# bram_ring_writer

Figure 1. Sequential cells colored by netlist name (bram_ring_writer).
Drawn at 3 px/um. Other sequential cells in the stronger gray, the rest of the logic in the fainter gray.
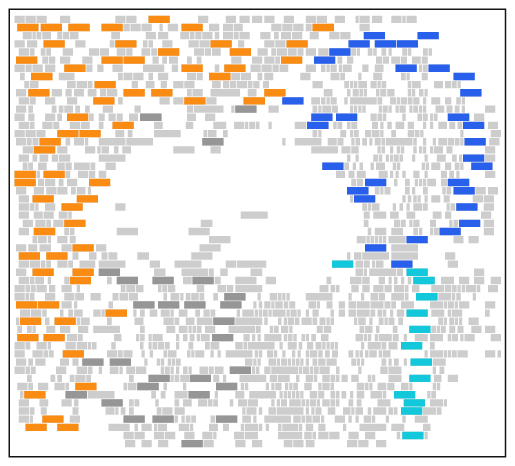

### src/rtl/bram_ring_writer.sv
// bram_ring_writer: streams 64-bit words into a circular BRAM buffer with backpressure, stall counting and fill irq.
// Optional RING_CLEAR_ON_START_EN: zero the whole ring on every start before accepting data.
module bram_ring_writer #(
  parameter int ADDR_WIDTH = 16,
  parameter int DATA_WIDTH = 64,
  parameter int DEPTH      = 8192,
  parameter int PTR_WIDTH  = 13
) (
  input  logic                    clk,
  input  logic                    rst_n,
  input  logic                    enable,
  input  logic [DATA_WIDTH-1:0]   s_data,
  input  logic                    s_valid,
  output logic                    s_ready,
  input  logic [PTR_WIDTH-1:0]    sw_rd_ptr,
  input  logic [PTR_WIDTH:0]      threshold,
  output logic                    bram_en,
  output logic [DATA_WIDTH/8-1:0] bram_we,
  output logic [ADDR_WIDTH-1:0]   bram_addr,
  output logic [DATA_WIDTH-1:0]   bram_din,
  output logic [PTR_WIDTH-1:0]    wr_ptr,
  output logic [PTR_WIDTH:0]      fill_level,
  output logic [31:0]             stall_count,
  output logic                    busy,
  output logic                    irq
);
  localparam int BSH = $clog2(DATA_WIDTH/8);
  typedef enum logic [1:0] {IDLE, RUN, CLEAR} state_t;
  state_t                  state_q;
  logic [PTR_WIDTH-1:0]    wr_ptr_q;
  logic [PTR_WIDTH-1:0]    fill_w;
  logic [PTR_WIDTH:0]      fill_prev_q;
  logic                    en_q;
  logic [DATA_WIDTH/8-1:0] we_q;
  logic [ADDR_WIDTH-1:0]   addr_q;
  logic [DATA_WIDTH-1:0]   din_q;
  logic [31:0]             stall_q;
  logic                    full;
  logic                    accept;
  assign fill_w      = wr_ptr_q - sw_rd_ptr;
  assign fill_level  = {1'b0, fill_w};
  assign full        = fill_w == PTR_WIDTH'(DEPTH-1);
  assign s_ready     = (state_q == RUN) && enable && !full;
  assign accept      = s_valid && s_ready;
  // rising-edge detect against last cycle's fill, so a software drain re-arms it
  assign irq         = (threshold != '0) && (fill_prev_q < threshold) && (fill_level >= threshold);
  assign busy        = state_q != IDLE;
  assign wr_ptr      = wr_ptr_q;
  assign bram_en     = en_q;
  assign bram_we     = we_q;
  assign bram_addr   = addr_q;
  assign bram_din    = din_q;
  assign stall_count = stall_q;
  always_ff @(posedge clk) begin
    if (!rst_n) begin
      state_q     <= IDLE;
      wr_ptr_q    <= '0;
      fill_prev_q <= '0;
      en_q        <= 1'b0;
      we_q        <= '0;
      addr_q      <= '0;
      din_q       <= '0;
      stall_q     <= '0;
    end else begin
      en_q        <= 1'b0;
      we_q        <= '0;
      fill_prev_q <= fill_level;
      if (state_q == RUN && enable && full && s_valid && stall_q != '1)
        stall_q <= stall_q + 32'd1;
      case (state_q)
        IDLE: if (enable) begin
`ifdef RING_CLEAR_ON_START_EN
          state_q  <= CLEAR;
          wr_ptr_q <= '0;
`else
          state_q  <= RUN;
`endif
        end
        RUN: if (!enable) state_q <= IDLE;
             else if (accept) begin
               en_q     <= 1'b1;
               we_q     <= '1;
               addr_q   <= ADDR_WIDTH'(wr_ptr_q) << BSH;
               din_q    <= s_data;
               wr_ptr_q <= wr_ptr_q + 1'b1;
             end
`ifdef RING_CLEAR_ON_START_EN
        CLEAR: if (!enable) begin
                 state_q  <= IDLE;
                 wr_ptr_q <= '0;
               end else begin
                 en_q     <= 1'b1;
                 we_q     <= '1;
                 addr_q   <= ADDR_WIDTH'(wr_ptr_q) << BSH;
                 din_q    <= '0;
                 wr_ptr_q <= wr_ptr_q + 1'b1;
                 if (wr_ptr_q == PTR_WIDTH'(DEPTH-1)) state_q <= RUN;
               end
`endif
        default: state_q <= IDLE;
      endcase
    end
  end
endmodule

### config.mk
export PLATFORM = sky130hd
export DESIGN_NAME = bram_ring_writer
export DESIGN_NICKNAME = d
export VERILOG_FILES = /design/src/rtl/bram_ring_writer.sv
export SDC_FILE = /design/constraint.sdc
export NUM_CORES = 1
export LEC_CHECK = 0
export ABC_AREA = 1
export CAP_MARGIN = 20
export CORE_ASPECT_RATIO = 0.9
export CORE_UTILIZATION = 34
export DETAILED_ROUTE_END_ITERATION = 16
export GPL_ROUTABILITY_DRIVEN = 0
export PLACE_DENSITY = 0.66
export RECOVER_POWER = 100
export SETUP_SLACK_MARGIN = 0.02
export SLEW_MARGIN = 10
export SYNTH_ARGS = -nofsm -noshare
export SYNTH_HDL_FRONTEND = slang
export SYNTH_SLANG_ARGS = --single-unit
### constraint.sdc
create_clock -name clk -period 4.4 [get_ports clk]
set_input_delay 0.88 -clock clk [delete_from_list [all_inputs] [get_ports clk]]
set_output_delay 0.88 -clock clk [all_outputs]
set_load 0.005 [all_outputs]
# sar_converter_flat

## config.mk

```make
export PLATFORM = sky130hd
export DESIGN_NAME = sar_converter_flat
export DESIGN_NICKNAME = d
export VERILOG_FILES = /design/src/rtl/sar_converter_if.sv /design/src/rtl/sar_converter.sv /design/src/flat_wrapper.sv
export SDC_FILE = /design/constraint.sdc
export NUM_CORES = 1
export LEC_CHECK = 0
export ABC_AREA = 1
export CORE_MARGIN = 1
export CORE_UTILIZATION = 25
export DETAILED_ROUTE_END_ITERATION = 6
export GPL_ROUTABILITY_DRIVEN = 0
export PLACE_DENSITY = 0.41
export SYNTH_ARGS = -nofsm -noshare
export SYNTH_HDL_FRONTEND = slang
export SYNTH_SLANG_ARGS = --single-unit
```

## constraint.sdc

```tcl
create_clock -name clock -period 1.9 [get_ports clock]
set_clock_uncertainty 0.1 [all_clocks]
set_input_delay 0.285 -clock clock [delete_from_list [all_inputs] [get_ports clock]]
set_output_delay 0.285 -clock clock [all_outputs]
set_load 0.02 [all_outputs]
```

## src/rtl/sar_converter_if.sv

```systemverilog
// sar_converter_if: the soc/eoc conversion handshake, plus the DAC code and
// comparator bit exchanged with the analog front end.
// The master side is the consumer/analog environment. The slave side is the
// converter.
interface sar_converter_if #(
    parameter int N = 8
);
    logic         soc;
    logic         eoc;
    logic [N-1:0] x;
    logic [N-1:0] dac;
    logic         cmp;

    modport master (
        output soc,
        output cmp,
        input  eoc,
        input  x,
        input  dac
    );

    modport slave (
        input  soc,
        input  cmp,
        output eoc,
        output x,
        output dac
    );
endinterface

```

## src/rtl/sar_converter.sv

```systemverilog
// sar_converter: N-bit successive-approximation converter. It sits on the
// responder side of the four-phase soc/eoc handshake.
// Each bit window lasts SETTLE+1 cycles. The comparator is read on the last
// edge of the window, when cnt is 0.
// Optional build macro SAR_CMP_MAJORITY_EN makes each bit decision a 2-of-3
// majority. The three comparator samples are taken on the cnt==2, 1 and 0
// edges of the window. This needs SETTLE >= 2.
//
//   state  | meaning
//   -------+-----------------------------------------------------------
//   S_IDLE | eoc=1, x/dac hold; soc=1 starts a conversion
//   S_CONV | eoc=0, settling/deciding bit i; soc ignored
//   S_DONE | eoc=0, result in x; waits for soc=0 before raising eoc
module sar_converter #(
    parameter int N      = 8,
    parameter int SETTLE = 2
) (
    input  logic            clock,
    input  logic            reset_,
    sar_converter_if.slave  bus
);
    localparam int CW = (SETTLE > 0) ? $clog2(SETTLE + 1) : 1;
    localparam int IW = (N > 1) ? $clog2(N) : 1;

    localparam logic [CW-1:0] CNT_LOAD = CW'(SETTLE);
    localparam logic [CW-1:0] CNT_ONE  = CW'(1);
    localparam logic [IW-1:0] I_TOP    = IW'(N - 1);
    localparam logic [IW-1:0] I_ONE    = IW'(1);
    localparam logic [N-1:0]  DAC_MSB  = N'(1) << (N - 1);

    typedef enum logic [1:0] {
        S_IDLE = 2'd0,
        S_CONV = 2'd1,
        S_DONE = 2'd2
    } state_t;

    state_t        state_q, state_d;
    logic          eoc_q, eoc_d;
    logic [N-1:0]  x_q, x_d;
    logic [N-1:0]  dac_q, dac_d;
    logic [IW-1:0] i_q, i_d;
    logic [IW-1:0] i_dn;
    logic [CW-1:0] cnt_q, cnt_d;
    logic          decision;

    assign i_dn = i_q - I_ONE;

`ifdef SAR_CMP_MAJORITY_EN
    if (SETTLE < 2) begin : g_settle_check
        $error("sar_converter: SAR_CMP_MAJORITY_EN requires SETTLE >= 2");
    end

    logic smp_hi_q;
    logic smp_mid_q;

    // Capture the comparator on the cnt==2 and cnt==1 edges of each bit window
    always_ff @(posedge clock) begin
        if (!reset_) begin
            smp_hi_q  <= 1'b0;
            smp_mid_q <= 1'b0;
        end else if (state_q == S_CONV) begin
            if (cnt_q == CW'(2)) smp_hi_q  <= bus.cmp;
            if (cnt_q == CNT_ONE) smp_mid_q <= bus.cmp;
        end
    end

    // 2-of-3 vote with the live sample taken on the decision edge
    always_comb begin
        decision = (smp_hi_q & smp_mid_q) | (smp_hi_q & bus.cmp) | (smp_mid_q & bus.cmp);
    end
`else
    // Single sample on the decision edge; earlier samples in the window are ignored
    always_comb begin
        decision = bus.cmp;
    end
`endif

    // State and datapath registers with synchronous active-low reset
    always_ff @(posedge clock) begin
        if (!reset_) begin
            state_q <= S_IDLE;
            eoc_q   <= 1'b1;
            x_q     <= '0;
            dac_q   <= '0;
            i_q     <= '0;
            cnt_q   <= '0;
        end else begin
            state_q <= state_d;
            eoc_q   <= eoc_d;
            x_q     <= x_d;
            dac_q   <= dac_d;
            i_q     <= i_d;
            cnt_q   <= cnt_d;
        end
    end

    // Next-state and datapath updates; everything holds unless a state says otherwise
    always_comb begin
        state_d = state_q;
        eoc_d   = eoc_q;
        x_d     = x_q;
        dac_d   = dac_q;
        i_d     = i_q;
        cnt_d   = cnt_q;

        case (state_q)
            S_IDLE: begin
                eoc_d = 1'b1;
                if (bus.soc) begin
                    eoc_d   = 1'b0;
                    dac_d   = DAC_MSB;
                    i_d     = I_TOP;
                    cnt_d   = CNT_LOAD;
                    state_d = S_CONV;
                end
            end

            S_CONV: begin
                eoc_d = 1'b0;
                if (cnt_q != '0) begin
                    cnt_d = cnt_q - CNT_ONE;
                end else begin
                    // Pure set/clear on the trial bit: no carries in the search
                    dac_d[i_q] = decision;
                    if (i_q != '0) begin
                        dac_d[i_dn] = 1'b1;
                        i_d         = i_dn;
                        cnt_d       = CNT_LOAD;
                    end else begin
                        x_d     = dac_d;
                        state_d = S_DONE;
                    end
                end
            end

            S_DONE: begin
                eoc_d = 1'b0;
                if (!bus.soc) begin
                    eoc_d   = 1'b1;
                    state_d = S_IDLE;
                end
            end

            default: begin
                state_d = S_IDLE;
                eoc_d   = 1'b1;
            end
        endcase
    end

    assign bus.eoc = eoc_q;
    assign bus.x   = x_q;
    assign bus.dac = dac_q;
endmodule

```

## src/flat_wrapper.sv

```systemverilog
// flat-port wrapper written by rule: the top's interface ports become plain ports
module sar_converter_flat 
#(
    parameter int N      = 8,
    parameter int SETTLE = 2
)
  (clock, reset_, bus_soc, bus_cmp, bus_eoc, bus_x, bus_dac);
  sar_converter_if #(.N(N)) bus_i ();
  input  logic clock;
  input  logic reset_;
  input wire logic [$bits(bus_i.soc)-1:0] bus_soc;
  input wire logic [$bits(bus_i.cmp)-1:0] bus_cmp;
  output wire logic [$bits(bus_i.eoc)-1:0] bus_eoc;
  output wire logic [$bits(bus_i.x)-1:0] bus_x;
  output wire logic [$bits(bus_i.dac)-1:0] bus_dac;
  assign bus_i.soc = bus_soc;
  assign bus_i.cmp = bus_cmp;
  assign bus_eoc = bus_i.eoc;
  assign bus_x = bus_i.x;
  assign bus_dac = bus_i.dac;
  sar_converter #(.N(N), .SETTLE(SETTLE)) u_core (.clock(clock), .reset_(reset_), .bus(bus_i));
endmodule
```

# mem_arbiter_rr

### config.mk
export PLATFORM = sky130hd
export DESIGN_NAME = mem_arbiter_rr
export DESIGN_NICKNAME = d
export VERILOG_FILES = /design/src/rtl/mem_arb_pkg.sv /design/src/rtl/rr_pick.sv /design/src/rtl/mem_arbiter_rr.sv
export SDC_FILE = /design/constraint.sdc
export NUM_CORES = 1
export LEC_CHECK = 0
export CAP_MARGIN = 10
export CORE_MARGIN = 4
export CORE_UTILIZATION = 30
export CTS_CLUSTER_DIAMETER = 80
export DETAILED_ROUTE_END_ITERATION = 12
export PLACE_DENSITY = 0.82
export SYNTH_ARGS = -nofsm -noshare
export SYNTH_HDL_FRONTEND = slang
export SYNTH_SLANG_ARGS = --single-unit
### constraint.sdc
create_clock -name clk -period 1.7 [get_ports clk]
set_input_delay 0.17 -clock clk [delete_from_list [all_inputs] [get_ports clk]]
set_output_delay 0.17 -clock clk [all_outputs]
set_load 0.02 [all_outputs]
### src/rtl/mem_arb_pkg.sv
// Shared definitions for the memory-port arbiter.
//   arb_state_t : arbiter FSM state encoding
//   id_w()      : width of a channel index, never less than one bit
package mem_arb_pkg;

    typedef enum logic [1:0] {
        IDLE    = 2'b00,
        GRANT   = 2'b01,
        RELEASE = 2'b10
    } arb_state_t;

    function automatic int id_w(input int n);
        return (n > 1) ? $clog2(n) : 1;
    endfunction

endpackage

### src/rtl/rr_pick.sv
// Combinational rotating picker: returns the first eligible channel found
// scanning upward from ptr and wrapping at N-1 -> 0. Tie ptr to zero for a
// plain lowest-index-wins priority encoder.
//   elig   : eligible channel vector
//   ptr    : scan start index (must be < N)
//   win    : one-hot winner, zero when nothing is eligible
//   win_id : winner index, zero when nothing is eligible
//   any    : at least one channel is eligible
module rr_pick
    import mem_arb_pkg::*;
#(
    parameter int N  = 2,
    parameter int IW = id_w(N)
) (
    input  logic [N-1:0]  elig,
    input  logic [IW-1:0] ptr,
    output logic [N-1:0]  win,
    output logic [IW-1:0] win_id,
    output logic          any
);

    always_comb begin
        int j;
        win    = '0;
        win_id = '0;
        any    = 1'b0;
        j      = 0;
        for (int k = 0; k < N; k++) begin
            j = int'(ptr) + k;
            if (j >= N) begin
                j = j - N;
            end
            if (!any && elig[j]) begin
                any    = 1'b1;
                win[j] = 1'b1;
                win_id = IW'(j);
            end
        end
    end

endmodule

### src/rtl/mem_arbiter_rr.sv
// Shares the single main-memory port among NUM_CH cache channels.
// A winner is registered out of IDLE, owns the port in GRANT until it
// signals done, drops its request, or the watchdog expires, then the port
// sits idle for exactly one RELEASE cycle before the next arbitration.
//
//   state   | meaning
//   --------+-----------------------------------------------------------
//   IDLE    | no owner; eligible channels (req|wr) compete for next edge
//   GRANT   | owner drives mem_* through the muxes; hold counter runs
//   RELEASE | one dead cycle; late read data still steered to last owner
//
// Ports:
//   clk, rst          : clock, asynchronous active-high reset
//   req, wr, done     : per-channel read request, write strobe, finish pulse
//   addr, wdata       : packed per-channel address / write data
//   grant, grant_id   : one-hot owner and index of current/last owner
//   ch_valid          : mem_data_valid steered to the owner
//   mem_enable/wr/addr/wdata : memory port, muxed from the owner
//   mem_data_valid    : memory read data valid
//   busy              : GRANT or RELEASE
//   timeout_err       : sticky, set when the watchdog reclaims a grant
module mem_arbiter_rr
    import mem_arb_pkg::*;
#(
    parameter int NUM_CH   = 2,
    parameter int ADDR_W   = 16,
    parameter int DATA_W   = 16,
    parameter int RR_EN    = 1,
    parameter int MAX_HOLD = 64
) (
    input  logic                       clk,
    input  logic                       rst,
    input  logic [NUM_CH-1:0]          req,
    input  logic [NUM_CH-1:0]          wr,
    input  logic [NUM_CH-1:0]          done,
    input  logic [NUM_CH*ADDR_W-1:0]   addr,
    input  logic [NUM_CH*DATA_W-1:0]   wdata,
    output logic [NUM_CH-1:0]          grant,
    output logic [id_w(NUM_CH)-1:0]    grant_id,
    output logic [NUM_CH-1:0]          ch_valid,
    output logic                       mem_enable,
    output logic                       mem_wr,
    output logic [ADDR_W-1:0]          mem_addr,
    output logic [DATA_W-1:0]          mem_wdata,
    input  logic                       mem_data_valid,
    output logic                       busy,
    output logic                       timeout_err
);

    localparam int ID_W  = id_w(NUM_CH);
    localparam int CNT_W = (MAX_HOLD > 1) ? $clog2(MAX_HOLD) : 1;
    localparam logic [CNT_W-1:0] HOLD_LAST = CNT_W'((MAX_HOLD > 0) ? MAX_HOLD - 1 : 0);
    localparam logic             WD_EN     = (MAX_HOLD > 0);
    localparam logic [ID_W-1:0]  LAST_ID   = ID_W'(NUM_CH - 1);

    arb_state_t        state, state_nxt;
    logic [NUM_CH-1:0] grant_nxt;
    logic [ID_W-1:0]   grant_id_nxt;
    logic [ID_W-1:0]   rr_ptr, rr_ptr_nxt;
    logic [CNT_W-1:0]  hold_cnt, hold_cnt_nxt;
    logic              timeout_nxt;
    logic              busy_nxt;

    logic [ID_W-1:0]   pick_ptr;
    logic [NUM_CH-1:0] pick_win;
    logic [ID_W-1:0]   pick_id;
    logic              pick_any;

    logic              own_act;
    logic              own_wr;
    logic              own_done;
    logic              wd_hit;

    // Fixed-priority mode reuses the same picker with the scan start pinned.
    assign pick_ptr = (RR_EN != 0) ? rr_ptr : '0;

    rr_pick #(
        .N  (NUM_CH),
        .IW (ID_W)
    ) u_pick (
        .elig   (req | wr),
        .ptr    (pick_ptr),
        .win    (pick_win),
        .win_id (pick_id),
        .any    (pick_any)
    );

    // grant is one-hot in GRANT, so masking selects only the owner's bits.
    assign own_act  = |((req | wr) & grant);
    assign own_wr   = |(wr & grant);
    assign own_done = |(done & grant);
    assign wd_hit   = WD_EN && (hold_cnt == HOLD_LAST);

    always_ff @(posedge clk or posedge rst) begin
        if (rst) begin
            state       <= IDLE;
            grant       <= '0;
            grant_id    <= '0;
            rr_ptr      <= '0;
            hold_cnt    <= '0;
            timeout_err <= 1'b0;
            busy        <= 1'b0;
        end else begin
            state       <= state_nxt;
            grant       <= grant_nxt;
            grant_id    <= grant_id_nxt;
            rr_ptr      <= rr_ptr_nxt;
            hold_cnt    <= hold_cnt_nxt;
            timeout_err <= timeout_nxt;
            busy        <= busy_nxt;
        end
    end

    always_comb begin
        state_nxt    = state;
        grant_nxt    = grant;
        grant_id_nxt = grant_id;
        rr_ptr_nxt   = rr_ptr;
        hold_cnt_nxt = hold_cnt;
        timeout_nxt  = timeout_err;
        unique case (state)
            IDLE: begin
                if (pick_any) begin
                    state_nxt    = GRANT;
                    grant_nxt    = pick_win;
                    grant_id_nxt = pick_id;
                end
            end
            GRANT: begin
                hold_cnt_nxt = hold_cnt + 1'b1;
                if (own_done || !own_act || wd_hit) begin
                    state_nxt  = RELEASE;
                    grant_nxt  = '0;
                    rr_ptr_nxt = (grant_id == LAST_ID) ? '0 : grant_id + 1'b1;
                    // A done in the expiry cycle counts as a normal finish.
                    if (wd_hit && !own_done) begin
                        timeout_nxt = 1'b1;
                    end
                end
            end
            RELEASE: begin
                state_nxt    = IDLE;
                hold_cnt_nxt = '0;
            end
            default: begin
                state_nxt    = IDLE;
                grant_nxt    = '0;
                hold_cnt_nxt = '0;
            end
        endcase
        busy_nxt = (state_nxt != IDLE);
    end

    always_comb begin
        mem_enable = 1'b0;
        mem_wr     = 1'b0;
        mem_addr   = '0;
        mem_wdata  = '0;
        if (state == GRANT) begin
            mem_enable = own_act;
            mem_wr     = own_wr;
            for (int i = 0; i < NUM_CH; i++) begin
                if (grant[i]) begin
                    mem_addr  = addr[i*ADDR_W +: ADDR_W];
                    mem_wdata = wdata[i*DATA_W +: DATA_W];
                end
            end
        end
    end

    // Steered by grant_id rather than grant so RELEASE still routes late data.
    always_comb begin
        ch_valid = '0;
        for (int i = 0; i < NUM_CH; i++) begin
            ch_valid[i] = mem_data_valid && (state != IDLE) && (grant_id == ID_W'(i));
        end
    end

endmodule

# register_file_core

==> src/rtl/riscv_pkg.sv <==
// rtl/riscv_pkg.sv - shared integer register file widths and types
package riscv_pkg;

    localparam int XLEN      = 32;
    localparam int ADDR      = 5;
    localparam int REG_COUNT = 2 ** ADDR;

    typedef logic [ADDR-1:0] reg_addr_t;
    typedef logic [XLEN-1:0] xlen_t;

endpackage

==> src/rtl/regfile_scoreboard.sv <==
// rtl/regfile_scoreboard.sv - per-register busy bits, popcount and hazard lookups
// Optional write-through busy masking under REGFILE_BYPASS_EN.
module regfile_scoreboard #(
    parameter int ADDR = riscv_pkg::ADDR
) (
    input  logic            clk,
    input  logic            rst,
    input  logic            write_en,
    input  logic [ADDR-1:0] rd_addr,
    input  logic            issue_en,
    input  logic [ADDR-1:0] issue_rd,
    input  logic [ADDR-1:0] rs1_addr,
    input  logic [ADDR-1:0] rs2_addr,
    output logic            rs1_busy,
    output logic            rs2_busy,
    output logic [ADDR:0]   busy_count
);

    localparam int NREGS = 2 ** ADDR;

    logic [NREGS-1:0] busy;
    logic [NREGS-1:0] busy_next;
    logic [ADDR:0]    count_next;

    // Clear first, then set, so a new producer supersedes the retiring one.
    always_comb begin
        busy_next = busy;
        if (write_en && rd_addr != '0) begin
            busy_next[rd_addr] = 1'b0;
        end
        if (issue_en && issue_rd != '0) begin
            busy_next[issue_rd] = 1'b1;
        end
    end

    always_comb begin
        count_next = '0;
        for (int i = 0; i < NREGS; i++) begin
            count_next = count_next + {{ADDR{1'b0}}, busy_next[i]};
        end
    end

    always_ff @(posedge clk) begin
        if (rst) begin
            busy       <= '0;
            busy_count <= '0;
        end else begin
            busy       <= busy_next;
            busy_count <= count_next;
        end
    end

`ifdef REGFILE_BYPASS_EN
    // A retiring write to the looked-up register resolves the hazard now,
    // unless a new producer is issuing to it in the same cycle.
    always_comb begin
        rs1_busy = busy[rs1_addr];
        rs2_busy = busy[rs2_addr];
        if (write_en && rd_addr == rs1_addr && rs1_addr != '0
            && !(issue_en && issue_rd == rs1_addr)) begin
            rs1_busy = 1'b0;
        end
        if (write_en && rd_addr == rs2_addr && rs2_addr != '0
            && !(issue_en && issue_rd == rs2_addr)) begin
            rs2_busy = 1'b0;
        end
    end
`else
    assign rs1_busy = busy[rs1_addr];
    assign rs2_busy = busy[rs2_addr];
`endif

endmodule

==> src/rtl/register_file_core.sv <==
// rtl/register_file_core.sv - 32 x XLEN register file with busy scoreboard
// Optional same-cycle write-through bypass under REGFILE_BYPASS_EN.
module register_file_core #(
    parameter int XLEN = riscv_pkg::XLEN,
    parameter int ADDR = riscv_pkg::ADDR
) (
    input  logic            clk,
    input  logic            rst,
    input  logic [ADDR-1:0] rs1_addr,
    input  logic [ADDR-1:0] rs2_addr,
    output logic [XLEN-1:0] data_out_rs1,
    output logic [XLEN-1:0] data_out_rs2,
    input  logic            write_en,
    input  logic [ADDR-1:0] rd_addr,
    input  logic [XLEN-1:0] rd_data,
    input  logic            issue_en,
    input  logic [ADDR-1:0] issue_rd,
    output logic            rs1_busy,
    output logic            rs2_busy,
    output logic [ADDR:0]   busy_count
);

    import riscv_pkg::*;

    localparam int NREGS = 2 ** ADDR;

    logic [XLEN-1:0] regs [NREGS];

    always_ff @(posedge clk) begin
        if (rst) begin
            for (int i = 0; i < NREGS; i++) begin
                regs[i] <= '0;
            end
        end else if (write_en && rd_addr != '0) begin
            regs[rd_addr] <= rd_data;
        end
    end

    always_comb begin
        data_out_rs1 = (rs1_addr == '0) ? '0 : regs[rs1_addr];
        data_out_rs2 = (rs2_addr == '0) ? '0 : regs[rs2_addr];
`ifdef REGFILE_BYPASS_EN
        if (write_en && rd_addr == rs1_addr && rs1_addr != '0) begin
            data_out_rs1 = rd_data;
        end
        if (write_en && rd_addr == rs2_addr && rs2_addr != '0) begin
            data_out_rs2 = rd_data;
        end
`endif
    end

    regfile_scoreboard #(
        .ADDR(ADDR)
    ) u_scoreboard (
        .clk        (clk),
        .rst        (rst),
        .write_en   (write_en),
        .rd_addr    (rd_addr),
        .issue_en   (issue_en),
        .issue_rd   (issue_rd),
        .rs1_addr   (rs1_addr),
        .rs2_addr   (rs2_addr),
        .rs1_busy   (rs1_busy),
        .rs2_busy   (rs2_busy),
        .busy_count (busy_count)
    );

endmodule

==> config.mk <==
export PLATFORM = sky130hd
export DESIGN_NAME = register_file_core
export DESIGN_NICKNAME = d
export VERILOG_FILES = /design/src/rtl/riscv_pkg.sv /design/src/rtl/regfile_scoreboard.sv /design/src/rtl/register_file_core.sv
export SDC_FILE = /design/constraint.sdc
export NUM_CORES = 2
export LEC_CHECK = 0
export ABC_CLOCK_PERIOD_IN_PS = 9200
export CAP_MARGIN = 20
export CELL_PAD_IN_SITES_DETAIL_PLACEMENT = 1
export CELL_PAD_IN_SITES_GLOBAL_PLACEMENT = 2
export CORE_AREA = 2 2 353 355
export CTS_CLUSTER_DIAMETER = 50
export DETAILED_ROUTE_END_ITERATION = 8
export DIE_AREA = 0 0 355 357
export PLACE_DENSITY_LB_ADDON = 0.3
export SKIP_CTS_REPAIR_TIMING = 1
export SLEW_MARGIN = 20
export SYNTH_ARGS = -nofsm -noshare
export SYNTH_HDL_FRONTEND = slang
export SYNTH_SLANG_ARGS = --single-unit
==> constraint.sdc <==
create_clock -name clk -period 9.2 [get_ports clk]
set_input_delay 1.84 -clock clk [delete_from_list [all_inputs] [get_ports clk]]
set_output_delay 1.84 -clock clk [all_outputs]
set_load 0.01 [all_outputs]
Figure 2. Cell density map (bram_ring_writer).
Drawn at 2 px/um. 16 x 15 tiles, from white (low) to dark blue (high), 0 to 100% covered.
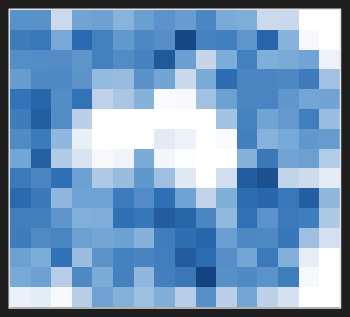
- fullest tile: 92%
- tiles over 75% full: 8.3%
- nearly empty tiles: 8.7%
- mean over tiles: 48%
- emptiest ninth of the die: center

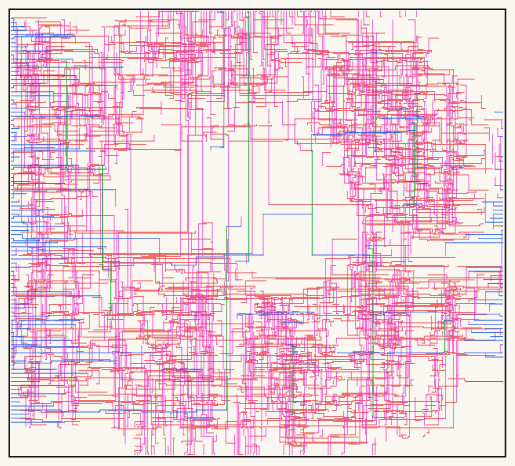
Figure 3: bram_ring_writer, wiring by layer.
Drawn at 3 px/um.
- M2: magenta (wire length 12200 um)
- M3: blue (wire length 1910 um)
- M4: green (wire length 475 um)
- M1: red (wire length 11600 um)

About Figure 1:
- fill_prev_q: cyan (placed flops 13; where south-east)
- stall_count: blue (placed flops 32)
- bram_din: orange (placed flops 64)
- not colored: 28
Seq/total area: 22.6%
Flop area: 0.00274 sq mm
P_seq: 1.33 mW

==> run summary, bram_ring_writer <==
H-Tree Depth = 4
Flip-flops = 137
IO Count = 246
Fin. max-slew vios = 63
Switching part of the total = 29.6%
DR top layer = met4
Most common reg cell = dfxtp_1
Seq pwr share = 39.0%
CTS tree = yes
Max FO, Critical Path = 5
Hold Path End = bram_din[18]
GRT busiest layer = met2
Mean area per synthesized cell = 7.47 sq um
Synth mux share = 0%
Failing checks = max-capacitance violations, max-slew violations
Synth Area in Compound Gates = 13.6%
Initial antenna violation count = 0
Chip Area, Yosys = 0.00812 sq mm
Non-clk buf share = 27.0%
Vias in the first global route = 8049
Multi-input gates = 794
Critical path depth = 29
Run status = complete, but fails checks
Synth flops = 137
Crit-path max cell delay = 0.47 ns
Share of cells above drive strength 1 = 22.3%
First-pass GRT wire length = 41.5 mm
Yosys cell count = 1087
Worst path required time = 4.76 ns
Critical path's top delay family = buffers and inverters
DR WL met2 = 12.2 mm
Mapped cell area = 0.00812 sq mm
Met3 routed WL = 1.91 mm
AND/OR/NAND/NOR Cells, Area Fraction = 31.8%
Dpl cells = 1630
Ant diodes = 0
Commonest cells post-synth = 215 x nand2_1, 137 x dfxtp_1, 124 x nand3_1
Tool warnings = 26
GRT Total Usage = 21.5%
Clock buffers = 18
Synth Seq Share = 33.8%
Worst R2R Start = wr_ptr[0]
Met1 WL = 11.6 mm
FF-to-FF path depth = 31
Worst-Margin Slew = 2.60 ns
Reg-to-Reg End = bram_din[49]
Commonest Layout Cell = nand2_1
Total of max-cap violations = 1
Core Box Area = 0.0234 sq mm
CP max-delay cell = clkdlybuf4s50_1
Layout fillers = 2212
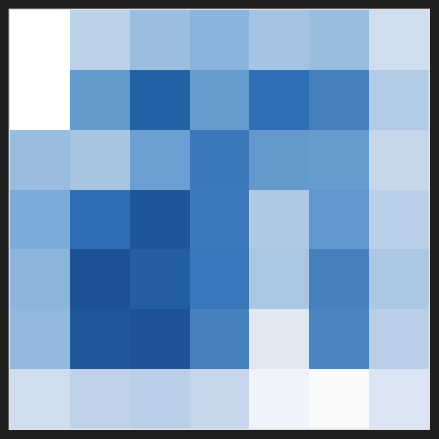
Figure 4: mem_arbiter_rr, cell density map.
Drawn at 6 px/um. 7 x 7 tiles, from white (low) to dark blue (high), 0 to 100% covered.
- nearly empty tiles: 4.1%
- fullest tile: 86%
- densest ninth of the die: center
Core Box Area: 0.00366 sq mm
fin util: 62.7%

==> run summary, mem_arbiter_rr <==
Run status = finished clean
Chip Area, Yosys = 0.00114 sq mm
Vias = 1586
Longest Clk Path Bufs = 2
Internal = 1.54 mW
Tool warnings = 26
Synth Seq Share = 30.6%
Fa+ha+maj area frac = 1.09%
Max Freq = 0.616 GHz
Routed vias/inst = 5.05
CP max-delay cell = dfrtp_1
Total of max-cap violations = 0
Commonest cells post-synth = 44 x nor2_1, 34 x a22oi_1, 14 x dfrtp_1
Multi-input gates = 118
Met1 WL = 1.91 mm
Max reg flops = 6
NetSw = 1.40 mW
Final cell count without fillers = 314
HP Class = input port to asynchronous set/reset pin
Synth top area share = 30.6%
Top pwr grp = combinational cells
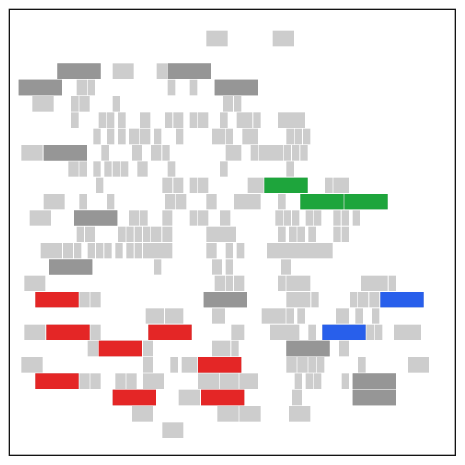
Figure 5: sar_converter_flat, sequential cells colored by netlist name.
Drawn at 6 px/um. Other sequential cells in the stronger gray, the rest of the logic in the fainter gray.
- u_core.cnt_q: blue (placed flops 2)
- u_core.i_q: green (placed flops 3)
- u_core.bus.x: red (placed flops 8)
- not colored: 11
Seq/total area: 29.2%
Flop area: 480 sq um

==> run summary, sar_converter_flat <==
Run status = finished clean
DR pass1 iterations = 4
Synth Seq Share = 37.0%
Max rail drop VDD = 0.000396 V
Routed vias/inst = 4.37
Grt ovf = 0
Seq pwr share = 36.6%
Worst-Margin Slew = 0.483 ns
Synth flops = 24
Synth top area share = 37.0%
DRC violations left = 0
Avg WL per Cell = 12.1 um
Die Area = 0.00549 sq mm
Cell Area, Placed = 0.00157 sq mm
Commonest cells post-synth = 63 x nand2_1, 24 x dfxtp_1, 21 x nand3_1
Comb area = 679 sq um
Hold-fix buffers, CTS = 0
Detailed Place HPWL = 2.37 mm
Power in combinational cells = 0.569 mW
Fin area = 0.00165 sq mm
Critical path's top delay family = buffers and inverters
Logic pwr share = 35.2%
Mapped Cells = 192
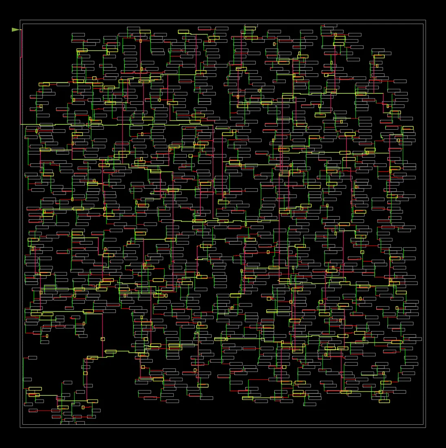
Figure 6: register_file_core, the clock network.
Latency at later pin: 0.75 ns
flip-flops: 1062

==> run summary, register_file_core <==
Run status = finished clean
TritonCTS Buffers = 135
Netlist cell types = 49
Mapped cell area = 0.0573 sq mm
RSZ-0062 raised after global routing = false
Power in combinational cells = 1.54 mW
Worst path buffer plus inverter count = 5
CP max-delay cell = clkdlybuf4s50_1
Die width = 355 um
Post-DRT Antenna Nets = 0
Worst-Margin Slew = 1.19 ns
Async set or reset register ratio after synthesis = 0%
Mean area per synthesized cell = 14.7 sq um
Total power draw = 12.3 mW
Post-layout period usage = 83.5%
Hold_ws = 0.518 ns
Top non-seq family = multiplexers
Starting DRT DRC Count = 5425
Largest net degree at the start of global routing = 98
Layout Nets = 3991
Grt met1 use = 44.2%
CTS clk-pin slew, worst paths = 0.05 ns
Most common reg cell = edfxtp_1
GRT busiest layer = met2
Routed WL = 217 mm
Max rail drop VDD = 0.000202 V
Worst Hold Path Cells = 1
Chip Area, Yosys = 0.0573 sq mm
Ant diodes = 12
Synth mux share = 21.9%
Cell Area, Placed = 0.0604 sq mm
Comb area = 0.0244 sq mm
Startpoint Class = input port
Critical path depth = 20
Pre-Place Util = 46.6%
Dpl cells = 5403
Clock buffers = 162
Longest Clk Path Bufs = 3
GPL Wtd Cong = 0.850
Yosys cell count = 3903
Fin area = 0.0646 sq mm
Crit path from = rd_addr[4]
Post-Place Setup Slack = 0.837 ns
Layout clock area frac = 6.43%
Internal = 9.18 mW
Met3 track demand over resource = 7.69%
Grt ovf = 0
GRT Total Usage = 34.4%
Detailed Place HPWL = 121 mm
DR top layer = met5
Crit-path max cell delay = 0.75 ns
CP Capture Type = register
Max FO, Critical Path = 17
Switching part of the total = 25.6%
Vias in the first global route = 40200


## Gallery

Wiring by layer.
image #1
Drawn at 6 px/um.
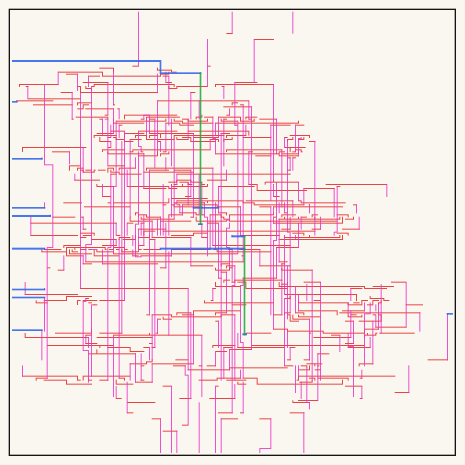
image #2
Drawn at 6 px/um.
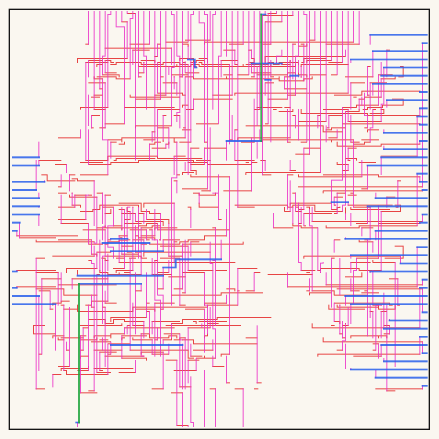
image #3
Drawn at 1.5 px/um.
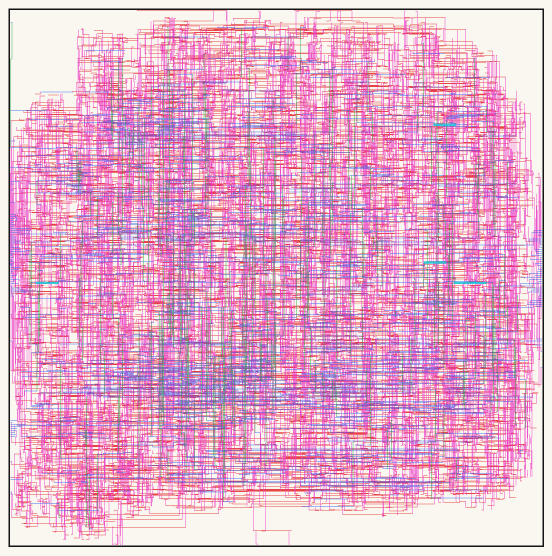
Of these, least wire: image #1
Image #1 comes from sar_converter_flat.
Image #3 comes from register_file_core.
Image #2 comes from mem_arbiter_rr.

Key to image #1:
- M4: green (wire length 41.5 um)
- M1: red (wire length 1690 um)
- M3: blue (wire length 92.5 um)
- M2: magenta (wire length 1590 um)


==> layout pictures side by side <==
The clock network.
picture 1
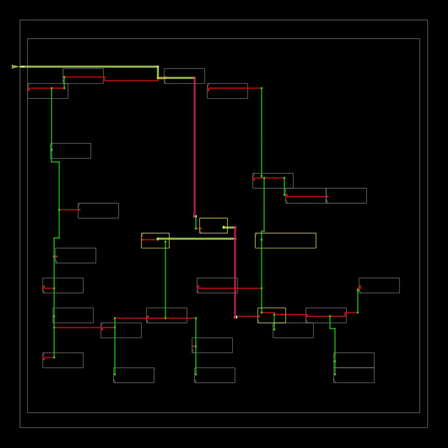
picture 2
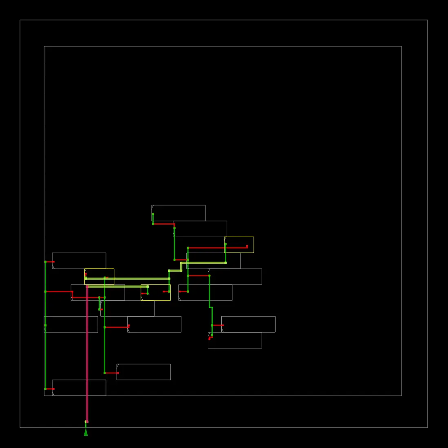
picture 3
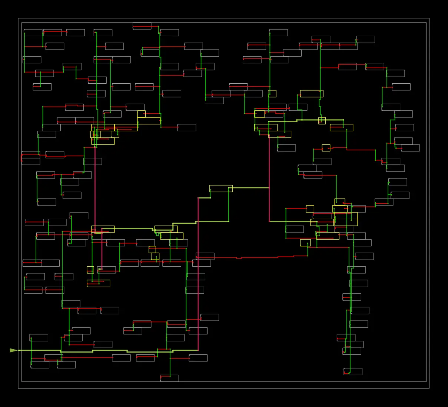
- picture 1 = sar_converter_flat
- picture 3 = bram_ring_writer
- picture 2 = mem_arbiter_rr
The one with the fewest sequential cells is picture 2.
The one with the most sequential cells is picture 3.

Power and IR drop assume default switching activity.
